# block 1

**Block 1: clock distribution**

The bar under the picture is 20 um long.
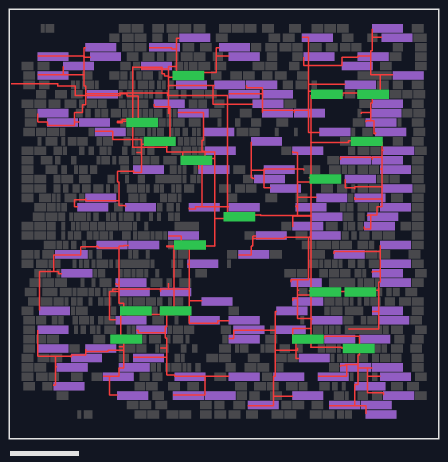

[config.mk]
export PLATFORM = sky130hd
export DESIGN_NAME = if_stage
export DESIGN_NICKNAME = d
export VERILOG_FILES = /design/src/rtl/if_stage.sv
export SDC_FILE = /design/constraint.sdc
export NUM_CORES = 1
export LEC_CHECK = 0
export CORE_MARGIN = 3
export CORE_UTILIZATION = 44
export CTS_CLUSTER_SIZE = 40
export DETAILED_ROUTE_END_ITERATION = 16
export GPL_TIMING_DRIVEN = 0
export PLACE_DENSITY = 0.9
export SETUP_SLACK_MARGIN = 0.05
export SYNTH_ARGS = -nofsm -noshare
export SYNTH_HDL_FRONTEND = slang
export SYNTH_SLANG_ARGS = --single-unit
[constraint.sdc]
create_clock -name clk -period 2.4 [get_ports clk]
set_input_delay 0.24 -clock clk [delete_from_list [all_inputs] [get_ports clk]]
set_output_delay 0.24 -clock clk [all_outputs]
set_load 0.01 [all_outputs]
[src/rtl/if_stage.sv]
// Instruction-fetch stage: program counter, ROM interface and IF/ID pipeline register
// with stall, flush and delayed-branch redirect.
module if_stage #(
  parameter logic [31:0] RESET_PC = 32'h0000_0000,
  parameter int          INST_W   = 32
) (
  input  logic              clk,
  input  logic              rst,
  input  logic              stall_if,
  input  logic              stall_id,
  input  logic              flush,
  input  logic [31:0]       new_pc,
  input  logic              branch_flag,
  input  logic [31:0]       branch_target,
  output logic              rom_ce,
  output logic [31:0]       rom_addr,
  input  logic [INST_W-1:0] rom_inst,
  output logic [31:0]       id_pc,
  output logic [INST_W-1:0] id_inst,
  output logic              id_valid,
  output logic [31:0]       fetch_cnt
);

  logic [31:0]       r_pc;
  logic              r_ce;
  logic [31:0]       r_id_pc;
  logic [INST_W-1:0] r_id_inst;
  logic              r_id_valid;
  logic [31:0]       r_fetch_cnt;

  logic [31:0]       w_flush_pc;
  logic [31:0]       w_branch_pc;
  logic              w_bubble;
  logic              w_load;

  // Redirect targets are forced word-aligned so pc[1:0] stays 00.
  assign w_flush_pc  = {new_pc[31:2], 2'b00};
  assign w_branch_pc = {branch_target[31:2], 2'b00};

  assign w_bubble = flush || (stall_if && !stall_id);
  assign w_load   = !w_bubble && !stall_id;

  always_ff @(posedge clk or negedge rst) begin
    if (!rst) begin
      r_pc <= RESET_PC;
      r_ce <= 1'b0;
    end else begin
      r_ce <= 1'b1;
      if (r_ce) begin
        if (flush)
          r_pc <= w_flush_pc;
        else if (stall_if)
          r_pc <= r_pc;
        else if (branch_flag)
          r_pc <= w_branch_pc;
        else
          r_pc <= r_pc + 32'd4;
      end
    end
  end

  // IF/ID register; a disabled ROM still produces a bubble rather than stale data.
  always_ff @(posedge clk or negedge rst) begin
    if (!rst) begin
      r_id_pc     <= '0;
      r_id_inst   <= '0;
      r_id_valid  <= 1'b0;
      r_fetch_cnt <= '0;
    end else if (w_bubble) begin
      r_id_pc    <= '0;
      r_id_inst  <= '0;
      r_id_valid <= 1'b0;
    end else if (w_load) begin
      if (r_ce) begin
        r_id_pc     <= r_pc;
        r_id_inst   <= rom_inst;
        r_id_valid  <= 1'b1;
        r_fetch_cnt <= r_fetch_cnt + 32'd1;
      end else begin
        r_id_pc    <= '0;
        r_id_inst  <= '0;
        r_id_valid <= 1'b0;
      end
    end
  end

  assign rom_ce    = r_ce;
  assign rom_addr  = r_pc;
  assign id_pc     = r_id_pc;
  assign id_inst   = r_id_inst;
  assign id_valid  = r_id_valid;
  assign fetch_cnt = r_fetch_cnt;

endmodule

# block 2

## config.mk

```make
export PLATFORM = sky130hd
export DESIGN_NAME = hazard_scoreboard
export DESIGN_NICKNAME = d
export VERILOG_FILES = /design/src/rtl/hazard_scoreboard.sv
export SDC_FILE = /design/constraint.sdc
export NUM_CORES = 1
export LEC_CHECK = 0
export CAP_MARGIN = 20
export CORE_UTILIZATION = 59
export CTS_CLUSTER_DIAMETER = 30
export DETAILED_ROUTE_END_ITERATION = 6
export PLACE_DENSITY = 0.81
export SETUP_SLACK_MARGIN = 0.5
export SLEW_MARGIN = 20
export SYNTH_ARGS = -nofsm -noshare
export SYNTH_HDL_FRONTEND = slang
export SYNTH_SLANG_ARGS = --single-unit
export TNS_END_PERCENT = 1
```

## constraint.sdc

```tcl
create_clock -name clk -period 4.3 [get_ports clk]
set_clock_uncertainty 0.2 [all_clocks]
set_input_delay 0.43 -clock clk [delete_from_list [all_inputs] [get_ports clk]]
set_output_delay 0.43 -clock clk [all_outputs]
set_load 0.01 [all_outputs]
```

## src/rtl/hazard_scoreboard.sv

```systemverilog
// Decode-stage hazard unit: per-register scoreboard of in-flight long-latency writes,
// producing the ID stall plus pending vector, stall statistics and sticky error flags.
module hazard_scoreboard #(
    parameter int NUM_REGS  = 32,
    parameter int REG_W     = 5,
    parameter int MAX_OUTST = 3,
    parameter int WB_BYPASS = 1,
    parameter int CNT_W     = 32,
    parameter int TIMEOUT   = 1024
) (
    input  logic                clk,
    input  logic                rst_n,
    input  logic                id_valid,
    input  logic                id_flush,
    input  logic [REG_W-1:0]    id_rs1,
    input  logic [REG_W-1:0]    id_rs2,
    input  logic                id_uses_rs1,
    input  logic                id_uses_rs2,
    input  logic [REG_W-1:0]    id_rd,
    input  logic                id_writes_rd,
    input  logic                id_long_lat,
    input  logic                wb_valid,
    input  logic [REG_W-1:0]    wb_rd,
    output logic                stall,
    output logic [NUM_REGS-1:0] pending,
    output logic [CNT_W-1:0]    stall_cycles,
    output logic                stall_timeout,
    output logic                sb_underflow
);

    localparam int CW = $clog2(MAX_OUTST + 1);
    localparam int TW = (TIMEOUT > 0) ? $clog2(TIMEOUT + 1) : 1;
    localparam logic [CW-1:0] MAX_V = CW'(MAX_OUTST);
    localparam logic [TW-1:0] TO_V  = TW'(TIMEOUT);

    logic [CW-1:0]       r_count [NUM_REGS];
    logic [CW-1:0]       w_count_nxt [NUM_REGS];
    logic [CNT_W-1:0]    r_stall_cycles;
    logic [TW-1:0]       r_consec;
    logic                r_timeout;
    logic                r_underflow;

    logic [NUM_REGS-1:0] w_busy;
    logic [NUM_REGS-1:0] w_wb_dec;
    logic [NUM_REGS-1:0] w_issue_dec;
    logic                w_raw1;
    logic                w_raw2;
    logic                w_waw;
    logic                w_stall;
    logic                w_issue;
    logic                w_underflow;

    // A writeback retiring the last in-flight write hides the hazard when bypassed into ID.
    always_comb begin
        w_wb_dec = '0;
        w_busy   = '0;
        for (int r = 1; r < NUM_REGS; r++) begin
            w_wb_dec[r] = wb_valid && (wb_rd == REG_W'(r));
            w_busy[r]   = (r_count[r] != '0) &&
                          !((WB_BYPASS != 0) && w_wb_dec[r] && (r_count[r] == CW'(1)));
        end
    end

    always_comb begin
        w_raw1  = id_uses_rs1 && (id_rs1 != '0) && w_busy[id_rs1];
        w_raw2  = id_uses_rs2 && (id_rs2 != '0) && w_busy[id_rs2];
        w_waw   = id_writes_rd && id_long_lat && (id_rd != '0) && (r_count[id_rd] == MAX_V);
        w_stall = id_valid && !id_flush && (w_raw1 || w_raw2 || w_waw);
        w_issue = id_valid && !id_flush && !w_stall && id_writes_rd && id_long_lat &&
                  (id_rd != '0);
    end

    // Issue and writeback to the same register in one cycle cancel out.
    always_comb begin
        w_underflow = 1'b0;
        w_issue_dec = '0;
        for (int r = 0; r < NUM_REGS; r++) begin
            w_count_nxt[r] = r_count[r];
            if (r == 0) begin
                w_count_nxt[r] = '0;
            end else begin
                w_issue_dec[r] = w_issue && (id_rd == REG_W'(r));
                if (w_issue_dec[r] && !w_wb_dec[r]) begin
                    w_count_nxt[r] = r_count[r] + CW'(1);
                end else if (!w_issue_dec[r] && w_wb_dec[r]) begin
                    if (r_count[r] == '0) begin
                        w_underflow = 1'b1;
                    end else begin
                        w_count_nxt[r] = r_count[r] - CW'(1);
                    end
                end
            end
        end
    end

    always_ff @(posedge clk) begin
        if (!rst_n) begin
            for (int r = 0; r < NUM_REGS; r++) begin
                r_count[r] <= '0;
            end
        end else begin
            for (int r = 0; r < NUM_REGS; r++) begin
                r_count[r] <= w_count_nxt[r];
            end
        end
    end

    // Consecutive-stall counter holds at TIMEOUT so it never wraps during a long hang.
    always_ff @(posedge clk) begin
        if (!rst_n) begin
            r_stall_cycles <= '0;
            r_consec       <= '0;
            r_timeout      <= 1'b0;
            r_underflow    <= 1'b0;
        end else begin
            if (w_stall && (r_stall_cycles != '1)) begin
                r_stall_cycles <= r_stall_cycles + CNT_W'(1);
            end
            if (!w_stall) begin
                r_consec <= '0;
            end else if (r_consec != TO_V) begin
                r_consec <= r_consec + TW'(1);
            end
            if ((TIMEOUT != 0) && w_stall && (r_consec == TO_V - TW'(1))) begin
                r_timeout <= 1'b1;
            end
            if (w_underflow) begin
                r_underflow <= 1'b1;
            end
        end
    end

    always_comb begin
        pending = '0;
        for (int r = 1; r < NUM_REGS; r++) begin
            pending[r] = (r_count[r] != '0);
        end
    end

    assign stall         = w_stall;
    assign stall_cycles  = r_stall_cycles;
    assign stall_timeout = r_timeout;
    assign sb_underflow  = r_underflow;

endmodule

```

# block 3

$ cat src/rtl/mem_stage.sv
// Memory pipeline stage: issues one data-memory access per load/store, waits for ACK, aligns load data into the writeback latch.
// Optional macro MEM_MISALIGN_TRAP_EN: trap size-misaligned accesses instead of issuing them.
module mem_stage #(
    parameter int DATA_W = 64
) (
    input  logic              CLK,
    input  logic              RESET,
    input  logic              MEM_V,
    input  logic [18:0]       MEM_Cst,
    input  logic [DATA_W-1:0] MEM_ALU_RES,
    input  logic [DATA_W-1:0] MEM_STD,
    input  logic [31:0]       MEM_IR,
    input  logic [63:0]       MEM_NPC,
    input  logic              MEM_PC_MUX,
    input  logic [63:0]       MEM_Target_Address,
    output logic              DMEM_REQ,
    output logic              DMEM_WE,
    output logic [DATA_W-1:0] DMEM_ADDR,
    output logic [DATA_W-1:0] DMEM_WDATA,
    output logic [DATA_W/8-1:0] DMEM_BE,
    input  logic [DATA_W-1:0] DMEM_RDATA,
    input  logic              DMEM_ACK,
    output logic              WB_V,
    output logic [18:0]       WB_Cst,
    output logic [DATA_W-1:0] WB_RES,
    output logic [31:0]       WB_IR,
    output logic [63:0]       WB_NPC,
    output logic              WB_PC_MUX,
    output logic [63:0]       WB_Target_Address,
    output logic              MEM_LAM,
    output logic              MEM_SAM,
    output logic              V_MEM_STALL
);

    localparam int LANES = DATA_W / 8;
    localparam int OFF_W = $clog2(LANES);

    typedef enum logic {IDLE, WAIT} state_t;

    state_t state_q, state_d;

    logic                    is_load_p0, is_store_p0, uns_p0;
    logic [1:0]              size_p0;
    logic [OFF_W-1:0]        offset_p0;
    logic [LANES-1:0]        mask_p0;
    logic [2*LANES-1:0]      be_wide_p0;
    logic [DATA_W-1:0]       load_shift_p0;
    logic signed [DATA_W-1:0] load_ext_p0;
    logic                    trap_p0, mem_op_p0, req_p0, done_p0;

    logic                    vld_p1, lam_p1, sam_p1, pc_mux_p1;
    logic [18:0]             cst_p1;
    logic [DATA_W-1:0]       res_p1;
    logic [31:0]             ir_p1;
    logic [63:0]             npc_p1, tgt_p1;

    function automatic logic [LANES-1:0] size_mask(input logic [1:0] size);
        logic [LANES-1:0] m;
        m = '0;
        case (size)
            2'b00:   m[0]   = 1'b1;
            2'b01:   m[1:0] = 2'b11;
            2'b10:   m[3:0] = 4'hF;
            default: m      = '1;
        endcase
        return m;
    endfunction

    function automatic logic signed [DATA_W-1:0] load_extend(input logic [DATA_W-1:0] raw,
                                                             input logic [1:0] size,
                                                             input logic uns);
        logic signed [DATA_W-1:0] r;
        case (size)
            2'b00:   r = uns ? {{(DATA_W-8){1'b0}}, raw[7:0]}
                             : {{(DATA_W-8){raw[7]}}, raw[7:0]};
            2'b01:   r = uns ? {{(DATA_W-16){1'b0}}, raw[15:0]}
                             : {{(DATA_W-16){raw[15]}}, raw[15:0]};
            2'b10:   r = uns ? {{(DATA_W-32){1'b0}}, raw[31:0]}
                             : {{(DATA_W-32){raw[31]}}, raw[31:0]};
            default: r = raw;
        endcase
        return r;
    endfunction

    // ---- p0: decode, lane steering, load alignment ----
    assign is_load_p0  = MEM_Cst[1];
    assign is_store_p0 = MEM_Cst[2];
    assign size_p0     = MEM_Cst[4:3];
    assign uns_p0      = MEM_Cst[5];
    assign offset_p0   = MEM_ALU_RES[OFF_W-1:0];

    assign mask_p0       = size_mask(size_p0);
    assign be_wide_p0    = {{LANES{1'b0}}, mask_p0} << offset_p0;
    assign load_shift_p0 = DMEM_RDATA >> {offset_p0, 3'b000};
    assign load_ext_p0   = load_extend(load_shift_p0, size_p0, uns_p0);

`ifdef MEM_MISALIGN_TRAP_EN
    logic misaligned_p0;

    always_comb begin
        misaligned_p0 = 1'b0;
        case (size_p0)
            2'b00:   misaligned_p0 = 1'b0;
            2'b01:   misaligned_p0 = offset_p0[0];
            2'b10:   misaligned_p0 = |offset_p0[1:0];
            default: misaligned_p0 = |offset_p0;
        endcase
    end

    assign trap_p0 = MEM_V & (is_load_p0 | is_store_p0) & misaligned_p0;
`else
    assign trap_p0 = 1'b0;
`endif

    assign mem_op_p0 = MEM_V & (is_load_p0 | is_store_p0) & ~trap_p0;

    // Inputs are held by upstream while stalled, so the request is steered straight from them.
    always_comb begin
        state_d = state_q;
        req_p0  = 1'b0;
        done_p0 = 1'b0;
        case (state_q)
            IDLE: begin
                req_p0 = mem_op_p0;
                if (mem_op_p0) begin
                    done_p0 = DMEM_ACK;
                    if (!DMEM_ACK) state_d = WAIT;
                end else begin
                    done_p0 = MEM_V;
                end
            end
            WAIT: begin
                req_p0  = 1'b1;
                done_p0 = DMEM_ACK;
                if (DMEM_ACK) state_d = IDLE;
            end
            default: state_d = IDLE;
        endcase
        // An access in flight at reset is abandoned, not re-presented to memory.
        if (RESET) begin
            req_p0  = 1'b0;
            done_p0 = 1'b0;
        end
    end

    assign DMEM_REQ    = req_p0;
    assign DMEM_WE     = req_p0 & is_store_p0;
    assign DMEM_ADDR   = {MEM_ALU_RES[DATA_W-1:OFF_W], {OFF_W{1'b0}}};
    assign DMEM_BE     = be_wide_p0[LANES-1:0];
    assign DMEM_WDATA  = MEM_STD << {offset_p0, 3'b000};
    assign V_MEM_STALL = req_p0 & ~DMEM_ACK;

    // ---- p1: writeback latch ----
    always_ff @(posedge CLK) begin
        if (RESET) begin
            state_q   <= IDLE;
            vld_p1    <= 1'b0;
            lam_p1    <= 1'b0;
            sam_p1    <= 1'b0;
            cst_p1    <= '0;
            res_p1    <= '0;
            ir_p1     <= '0;
            npc_p1    <= '0;
            pc_mux_p1 <= 1'b0;
            tgt_p1    <= '0;
        end else begin
            state_q <= state_d;
            vld_p1  <= done_p0;
            lam_p1  <= done_p0 & trap_p0 & is_load_p0;
            sam_p1  <= done_p0 & trap_p0 & is_store_p0;
            if (done_p0) begin
                cst_p1    <= trap_p0 ? {MEM_Cst[18:1], 1'b0} : MEM_Cst;
                res_p1    <= (is_load_p0 && !trap_p0) ? load_ext_p0 : MEM_ALU_RES;
                ir_p1     <= MEM_IR;
                npc_p1    <= MEM_NPC;
                pc_mux_p1 <= MEM_PC_MUX;
                tgt_p1    <= MEM_Target_Address;
            end
        end
    end

    assign WB_V              = vld_p1;
    assign WB_Cst            = cst_p1;
    assign WB_RES            = res_p1;
    assign WB_IR             = ir_p1;
    assign WB_NPC            = npc_p1;
    assign WB_PC_MUX         = pc_mux_p1;
    assign WB_Target_Address = tgt_p1;
    assign MEM_LAM           = lam_p1;
    assign MEM_SAM           = sam_p1;

endmodule

$ cat config.mk
export PLATFORM = sky130hd
export DESIGN_NAME = mem_stage
export DESIGN_NICKNAME = d
export VERILOG_FILES = /design/src/rtl/mem_stage.sv
export SDC_FILE = /design/constraint.sdc
export NUM_CORES = 1
export LEC_CHECK = 0
export ABC_AREA = 0
export CAP_MARGIN = 25
export CORE_AREA = 2 2 297 299
export DETAILED_ROUTE_END_ITERATION = 6
export DIE_AREA = 0 0 299 301
export PLACE_DENSITY = 0.42
export SLEW_MARGIN = 20
export SYNTH_ARGS = -nofsm -noshare
export SYNTH_HDL_FRONTEND = slang
export SYNTH_SLANG_ARGS = --single-unit
$ cat constraint.sdc
create_clock -name CLK -period 4.5 [get_ports CLK]
set_input_delay 0.45 -clock CLK [delete_from_list [all_inputs] [get_ports CLK]]
set_output_delay 0.45 -clock CLK [all_outputs]
set_load 0.02 [all_outputs]
**Block 3: placed cells, one colour a class**

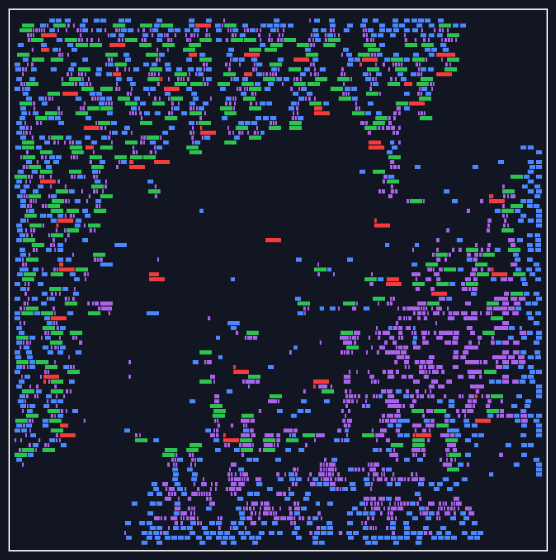
[clock drivers and dummy loads] red | cells: 61 | share of their area: 5.3%
[other buffers and delay cells] blue | cells: 782 | share of their area: 37%
[flip-flops] green | cells: 246 | share of their area: 23%
[all other logic] purple | cells: 1251 | share of their area: 34%

==> notes.md, block 3 <==
yosys + openroad results -> status=completed, layout cells sized above 1=0.0872, critical-path cell list=clkdlybuf4s50_1 -> nand2b_1 -> o21ai_0 -> a22oi_1 -> o21ai_0 -> clkdlybuf4s50_1, TritonCTS clock tree=built, combinational cell power=2.05 mW, post-synthesis cell count=1704, CTS Hold Buffers Added=0, Logic family by area=AND-OR/OR-AND gates, number of global-route vias before repair=15200, Max Cap Viol=0, Cell Count, Final, Fillers Out=3503, FF/Latch Area=4920 um^2, dpl ws=0.961 ns, Worst Hold Class=in2reg, bufs w/o clock=782, r2r setup slk=1.97 ns, Fin Setup TNS=0 ns, Post-synth EDFFs=0, #MultiIn Comb=1246, Basic Gates by Area=0.203, WP data arrival=2.92 ns, count of tool warnings=34, sequential share of power=0.333, mux share=0.120, Top cells by area=dfxtp_1, nand2_1, a21oi_1, Hold Path End=WB_IR[20], Post-Route WL=80000 um, number of hold violations in the final report=0, num tapcells=1155, Routed WL per cell=22.8 um, WP data required=4.05 ns, post-route DRC violation count=0, Critical Path Max Stage Delay=0.87 ns, GRT Util Overall=0.169
block 3: worst max-delay path, delay by kind of cell:
kind | cells | cell delay (ns)
buffers and inverters | 2 | 1.61
AND-OR/OR-AND | 3 | 0.46
AND/OR/NAND/NOR | 1 | 0.37
block 3: per-stage QoR:
stage	hold WS [ns]	instance area, um^2
floorplan	0.527	13300
global placement	0.442	21400
detailed placement	0.446	21400
CTS	0.307	22600
global route	0.333	22600
finish	0.340	22600
block 3: flip-flops by register name (all words and copies together) (netlist names):
signal             flops
WB_NPC                64
WB_RES                64
WB_Target_Address     64
WB_IR                 32
WB_Cst                19
WB_PC_MUX              1
WB_V                   1
state_q                1
block 3: cell usage in the layout, fill, tap and decap left out, types with 21 or more instances in the layout:
cell	instances
buf_4	22
o21ai_0	87
clkbuf_16	34
a21oi_1	249
nand2_1	441
a22oi_1	21
dfxtp_1	246
nor2_1	103
mux2_2	69
a221oi_2	22
mux2i_1	54
clkdlybuf4s50_1	751
block 3: routing by layer:
metal	up-vias	global-route usage	share of wire
met3	108	0.0466	0.081
li1	7102	-	-
met2	653	0.283	0.48
met1	7187	0.209	0.41
met4	8	0.0533	0.029
met5	-	0	0.00057
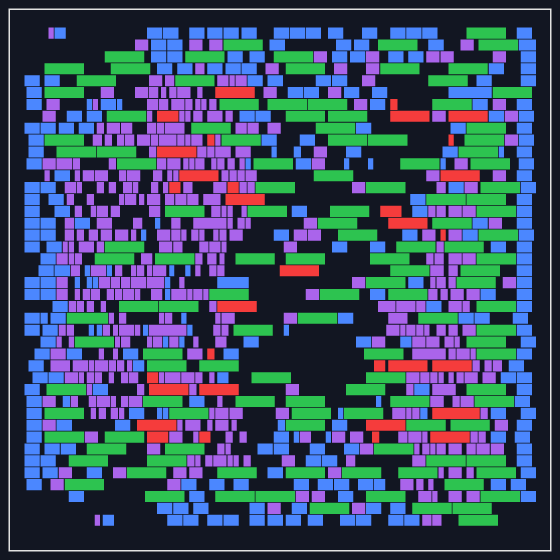
**Above:** block 1 (placed cells, one colour a class).
[other buffers and delay cells] blue | cells: 270 | share of their area: 28%
[flip-flops] green | cells: 127 | share of their area: 35%
[clock drivers and dummy loads] red | cells: 32 | share of their area: 6.3%
[all other logic] purple | cells: 418 | share of their area: 31%

Notes on 'clock distribution' of block 1 above:
[clock wires] red | length: 1690 um
[flip-flops] purple | count: 127
[cells driving clock nets] green | count: 17
flops lie: spread over the die
routed clock nets: 18

==> notes.md, block 1 <==
yosys + openroad results -> CLK BUF=22, Worst Skew=0.00597 ns, Max power group=registers, Dominant flop cell=dfrtp_1, clock share of power=0.403, CTS Hold Buffers Added=1, Placed Instances=986, R2R depth=5, sequential cells=127, met3 usage=0.0699, Max Cap Viol=0, Hold Path End=rom_addr[18], grt ovf=0, first-pass GRT wire length=31300 um, status=completed, Initial DRT Pass Iterations=6, post_cts resized=0, critical path type=reg2reg, Worst Hold Class=in2reg, count of tool warnings=31, post-CTS setup buffer count=3, IO buf count=223, Tightest Pin Transition=0.694 ns, most frequent cells after synthesis=dfrtp_1, a22o_1, nand2_1, nor2_1, nand3_1, met2 usage=0.422, dpl hpwl=14500 um, FP Rows=42, die width=124 um, post-route core utilization=0.687, Worst path depth=5, antenna cells=0
-- block 1: cell families after synthesis --
family | count (synthesis) | synth area share
multiplexers | 5 | 0.00863
other | 2 | 0.00123
adder cells (fa/ha/maj) | 2 | 0.00411
buffers and inverters | 53 | 0.0356
AND/OR/NAND/NOR | 185 | 0.162
XOR/XNOR | 40 | 0.0576
AND-OR/OR-AND | 171 | 0.209
flip-flops | 127 | 0.522
-- block 1: worst reg2reg max path: stages (launching register included) --
cell and delay (ns):
dfrtp_1 0.49, nand3_2 0.26, nor3_2 0.58, nand2_1 0.20, o41a_1 0.40, o21ai_0 0.20
-- block 1: layout by cell type, fill, tap and decap left out, types with 12 or more instances in the layout --
| master | Yosys | routed |
|---|---|---|
| xnor2_1 | 29 | 29 |
| nand2_1 | 47 | 47 |
| clkbuf_16 | 0 | 17 |
| nand4_1 | 15 | 15 |
| clkbuf_1 | 27 | 29 |
| a22o_1 | 65 | 65 |
| clkdlybuf4s50_1 | 0 | 222 |
| nor2_1 | 34 | 34 |
| inv_1 | 12 | 12 |
| dfrtp_1 | 127 | 126 |
| a21oi_1 | 25 | 25 |
| nand3_1 | 32 | 32 |
| o21ai_0 | 27 | 27 |
**Block 2: routed metal, one colour a layer**

The bar under the picture is 50 um long.
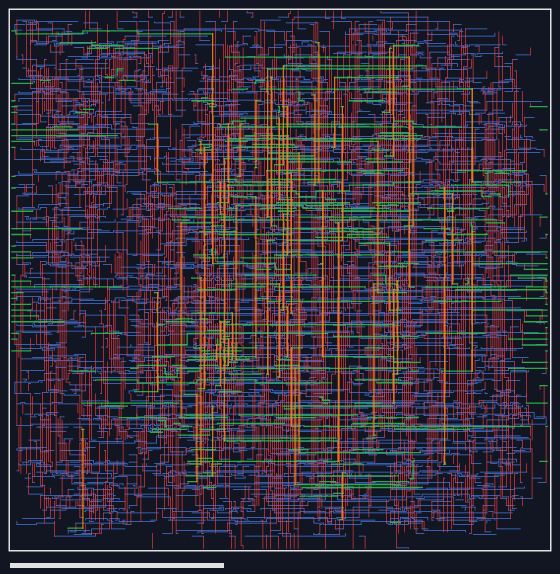
[met1] blue | wire length: 12800 um
[met3] green | wire length: 2820 um
[met2] red | wire length: 14200 um
[met4] orange | wire length: 1510 um

==> notes.md, block 2 <==
yosys + openroad results -> antenna cells=0, die area=15900 um^2, Power Density=186 nW/um^2, Buffers & Inverters on Critical Path=2, Cell Count, Final, Fillers Out=1595, FP Rows=45, post_cts resized=56, post-route core utilization=0.783, RSZ-0062 raised after global routing=yes, DR vias=10000, root buffer cell=clkbuf_16, CTS Buf Count=9, critical path launch point type=primary input, Max Cap Viol=0, initial antenna violation count=0, dpl ws=-0.369 ns, status=completed, number of global-route vias before repair=9198, clk buf depth=2, family with the most delay on the worst path=simple AND/OR/NAND/NOR gates, crit end category=flip-flop, Ports=96, Initial DRT Pass Iterations=6, Dominant flop cell=dfxtp_1, IO buf count=94
-- block 2: cells by family after synthesis --
group	synth area share
buffers and inverters	0.0881
other	0.000411
xor gates and xnor gates	0.0259
and+or+nand+nor	0.278
adders and majority gates	0.174
muxes	0.0147
AOI/OAI and AO/OA	0.183
DFF	0.235
-- block 2: power breakdown --
part           internal (mW)  switching (mW)
registers              0.995         0.00588
logic                  0.150           0.210
clock network          0.413           0.437
-- block 2: path summary, 6_finish.rpt --
| path | slack [ns] | end | cells past startpoint | from |
|---|---|---|---|---|
| max | 0.47 | sb_underflow | 16 | wb_rd[1] |
| min | 0.28 | stall_cycles[11] | 2 | stall_cycles[11] |
| max reg2reg | 0.50 | sb_underflow | 16 | r_count[1][1] |
| min reg2reg | 0.28 | stall_cycles[11] | 2 | stall_cycles[11] |
-- block 2: cell type report --
cell class,count,area [um^2]
Multi-Input combinational cell,910,6580
Fill cell,1129,3280
Sequential cell,107,2140
Timing Repair Buffer,228,2060
Inverter,146,548
Tap cell,188,235
Clock buffer,10,229
Clock inverter,6,65.1

# block 4

**Block 4: supply network**

The bar under the picture is 20 um long. Pins as bars on the die edge.
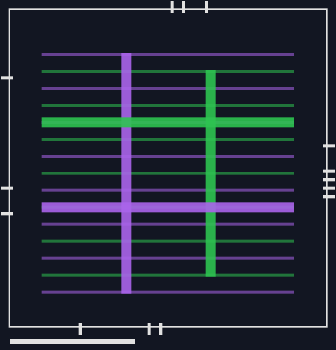
**Block 4: placed cells, one colour a class**

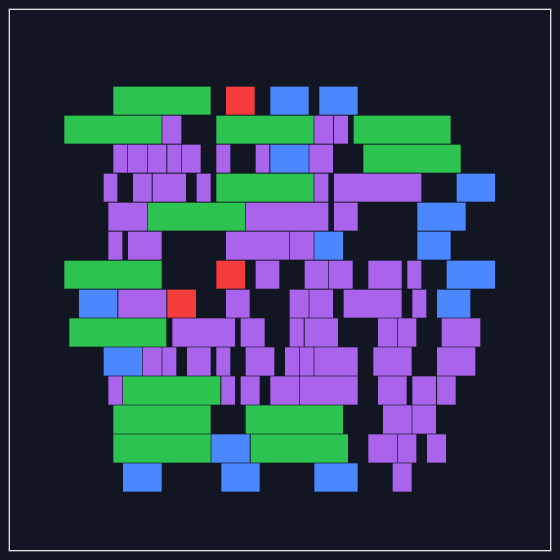
**Block 4: clock distribution**

The bar under the picture is 20 um long.
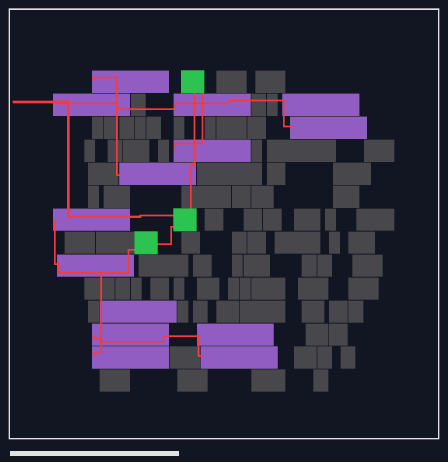
**config.mk**
```make
export PLATFORM = sky130hd
export DESIGN_NAME = arb_rr_4
export DESIGN_NICKNAME = d
export VERILOG_FILES = /design/src/rtl/arb_rr_4.sv
export SDC_FILE = /design/constraint.sdc
export NUM_CORES = 1
export LEC_CHECK = 0
export CORE_MARGIN = 5
export CORE_UTILIZATION = 50
export DETAILED_ROUTE_END_ITERATION = 10
export GPL_TIMING_DRIVEN = 0
export MAX_ROUTING_LAYER = met4
export PLACE_DENSITY = 0.76
export RECOVER_POWER = 25
export SYNTH_ARGS = -nofsm -noshare
export SYNTH_HDL_FRONTEND = slang
export SYNTH_SLANG_ARGS = --single-unit
```
**constraint.sdc**
```tcl
create_clock -name clk -period 2.5 [get_ports clk]
set_clock_uncertainty 0.1 [all_clocks]
set_input_delay 0.375 -clock clk [delete_from_list [all_inputs] [get_ports clk]]
set_output_delay 0.375 -clock clk [all_outputs]
set_load 0.05 [all_outputs]
```
**src/rtl/arb_rr_4.sv**
```systemverilog
// Four-way round-robin arbiter with bounded grant hold and a mandatory dead cycle
// between grants. All outputs come straight from registers.
module arb_rr_4 #(
  parameter int MAX_HOLD = 8
) (
  input  logic       clk,
  input  logic       rst_n,
  input  logic       en,
  input  logic [3:0] req,
  output logic [3:0] gnt,
  output logic [1:0] gnt_id,
  output logic       busy
);

  typedef enum logic {
    IDLE  = 1'b0,
    GRANT = 1'b1
  } state_t;

  localparam logic [3:0] HOLD_LAST = 4'(MAX_HOLD - 1);

  state_t     state_reg, state_next;
  logic [1:0] ptr_reg, ptr_next;
  logic [1:0] gnt_id_reg, gnt_id_next;
  logic [3:0] hold_cnt_reg, hold_cnt_next;
  logic [3:0] gnt_reg, gnt_next;
  logic       busy_reg, busy_next;

  logic [3:0] rot_req;
  logic [1:0] win_off;
  logic [1:0] winner;
  logic [3:0] win_onehot;
  logic       others_pending;
  logic       leave_grant;

  // rot_req[k] is the request k places after ptr, so bit 0 has top priority
  generate
    for (genvar gi = 0; gi < 4; gi++) begin : g_rot
      localparam logic [1:0] OFF = 2'(gi);
      logic [1:0] idx;
      assign idx            = ptr_reg + OFF;
      assign rot_req[gi]    = req[idx];
      assign win_onehot[gi] = (winner == OFF);
    end
  endgenerate

  always_comb begin
    if (rot_req[0])      win_off = 2'd0;
    else if (rot_req[1]) win_off = 2'd1;
    else if (rot_req[2]) win_off = 2'd2;
    else                 win_off = 2'd3;
  end

  assign winner         = ptr_reg + win_off;
  assign others_pending = |(req & ~gnt_reg);
  assign leave_grant    = !en || !req[gnt_id_reg] ||
                          ((hold_cnt_reg == HOLD_LAST) && others_pending);

  always_comb begin
    state_next    = state_reg;
    ptr_next      = ptr_reg;
    gnt_id_next   = gnt_id_reg;
    hold_cnt_next = hold_cnt_reg;
    gnt_next      = gnt_reg;
    busy_next     = busy_reg;
    unique case (state_reg)
      IDLE: begin
        gnt_next      = 4'b0000;
        busy_next     = 1'b0;
        hold_cnt_next = 4'd0;
        if (en && (|req)) begin
          state_next  = GRANT;
          gnt_id_next = winner;
          gnt_next    = win_onehot;
          busy_next   = 1'b1;
          ptr_next    = winner + 2'd1;
        end
      end
      GRANT: begin
        if (leave_grant) begin
          // Always pass through IDLE so grants never switch directly
          state_next    = IDLE;
          gnt_next      = 4'b0000;
          busy_next     = 1'b0;
          hold_cnt_next = 4'd0;
        end else if (hold_cnt_reg != HOLD_LAST) begin
          hold_cnt_next = hold_cnt_reg + 4'd1;
        end
      end
      default: state_next = IDLE;
    endcase
  end

  always_ff @(posedge clk or negedge rst_n) begin
    if (!rst_n) begin
      state_reg    <= IDLE;
      ptr_reg      <= 2'd0;
      gnt_id_reg   <= 2'd0;
      hold_cnt_reg <= 4'd0;
      gnt_reg      <= 4'b0000;
      busy_reg     <= 1'b0;
    end else begin
      state_reg    <= state_next;
      ptr_reg      <= ptr_next;
      gnt_id_reg   <= gnt_id_next;
      hold_cnt_reg <= hold_cnt_next;
      gnt_reg      <= gnt_next;
      busy_reg     <= busy_next;
    end
  end

  assign gnt    = gnt_reg;
  assign gnt_id = gnt_id_reg;
  assign busy   = busy_reg;

endmodule

```
==> notes.md <==
yosys + openroad results -> Logic pwr share=0.557, Yosys chip area=827 um^2, Floorplan Nets=91, top layer in use=met4, post-route DRC violation count=0, Seq share, synth=0.424, R2R depth=9, status=completed, GRT busiest layer=met2, die width=50.7 um, sequential power=0.352 mW, synth warn=0, iteration-0 DRC count of the detailed router=4, most common cell in the netlist=dfrtp_1, Max Cap Viol=0, Power Density=1060 nW/um^2, Post-Synth Adder-Cell Area=0.0303, area growth from synthesis to layout=21.5%, Tcrit/Tclk final=0.936, DP Area=977 um^2, clock share of power=0.112, core area=1540 um^2, Routed WL per cell=13.7 um, critical path type=reg2reg, post-route core utilization=0.652, Logic family by area=simple AND/OR/NAND/NOR gates, Fin Setup TNS=0 ns, layout cells sized above 1=0.173, filler instances=134, dpl ws=-0.381 ns, TritonCTS clock tree=built, number of global-route vias before repair=635, Synth area leader=dfrtp_1, GRT Util Overall=0.143, grt ovf=0, met2 WL=744 um, Max Slew Vio Count=0, Post-Route WL=1560 um, HP Start=gnt_id[1], largest net degree at the start of global routing=15, Max transition margin=0.593, first-pass GRT wire length=2770 um, worst reg2reg path startpoint=ptr_reg[0]
About 'supply network' of block 4:
[VSS] purple
[VDD] green
met1 rails: 15
signal pins: 14

About 'placed cells, one colour a class' of block 4:
[flip-flops] green | cells: 14 | share of their area: 36%
[all other logic] purple | cells: 66 | share of their area: 47%
[other buffers and delay cells] blue | cells: 15 | share of their area: 15%
[cells driving clock nets] red | cells: 3 | share of their area: 2.3%

About 'clock distribution' of block 4:
[cells driving clock nets] green | count: 3
[clock wires] red | length: 164 um
[flip-flops] purple | count: 14
routed clock nets: 4

worst paths after layout:
kind | to | slack, ns
max in group asynchronous | hold_cnt_reg[0] | 1.45
hold / removal | gnt_id[1] | 0.43
min in group asynchronous | hold_cnt_reg[1] | 0.45
setup / recovery | gnt[0] | 0.16
setup reg to reg | gnt[0] | 0.16
hold reg to reg | gnt_id[1] | 0.43
final cells by class:
| type | instances | area [um^2] | area share |
|---|---|---|---|
| buffer | 2 | 18.8 | 0.0187 |
| tap | 16 | 20.0 | 0.0199 |
| inverter | 7 | 26.3 | 0.0262 |
| clock buffer | 3 | 22.5 | 0.0224 |
| timing repair buffer | 13 | 133 | 0.132 |
| sequential | 14 | 350 | 0.349 |
| multi-input combinational | 59 | 434 | 0.432 |
worst max-delay path, stage by stage (launching register included):
cell and delay, ns:
dfrtp_1 0.40, buf_6 0.14, and3_2 0.16, o21ai_0 0.14, o211ai_1 0.12, ha_2 0.21, or2b_1 0.15, a21oi_1 0.06
or4_4 0.57, o32ai_2 0.21
per-stage QoR:
step	instances	hold slack, ns
after floorplan	82	-0.0206
after global placement	111	0.408
after CTS	114	0.395
final	114	0.428
after detailed placement	111	0.413
after global routing	114	0.458


## Gallery

Supply network.
(a)
The bar under the picture is 50 um long. Pins as bars on the die edge.
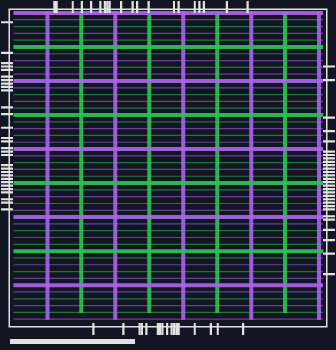
(b)
The bar under the picture is 20 um long. Pins as bars on the die edge.
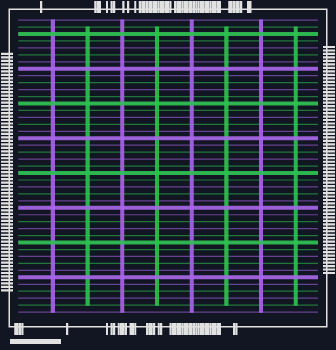
(c)
The bar under the picture is 100 um long. Pins as bars on the die edge.
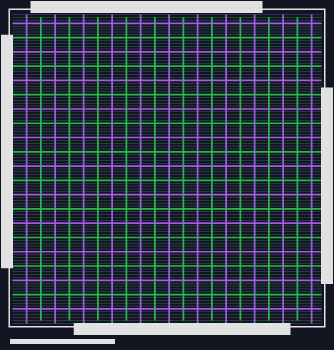
block 3: (c)
block 2: (a)
block 1: (b)
The one with the largest die is (c).

Power and IR drop assume default switching activity.
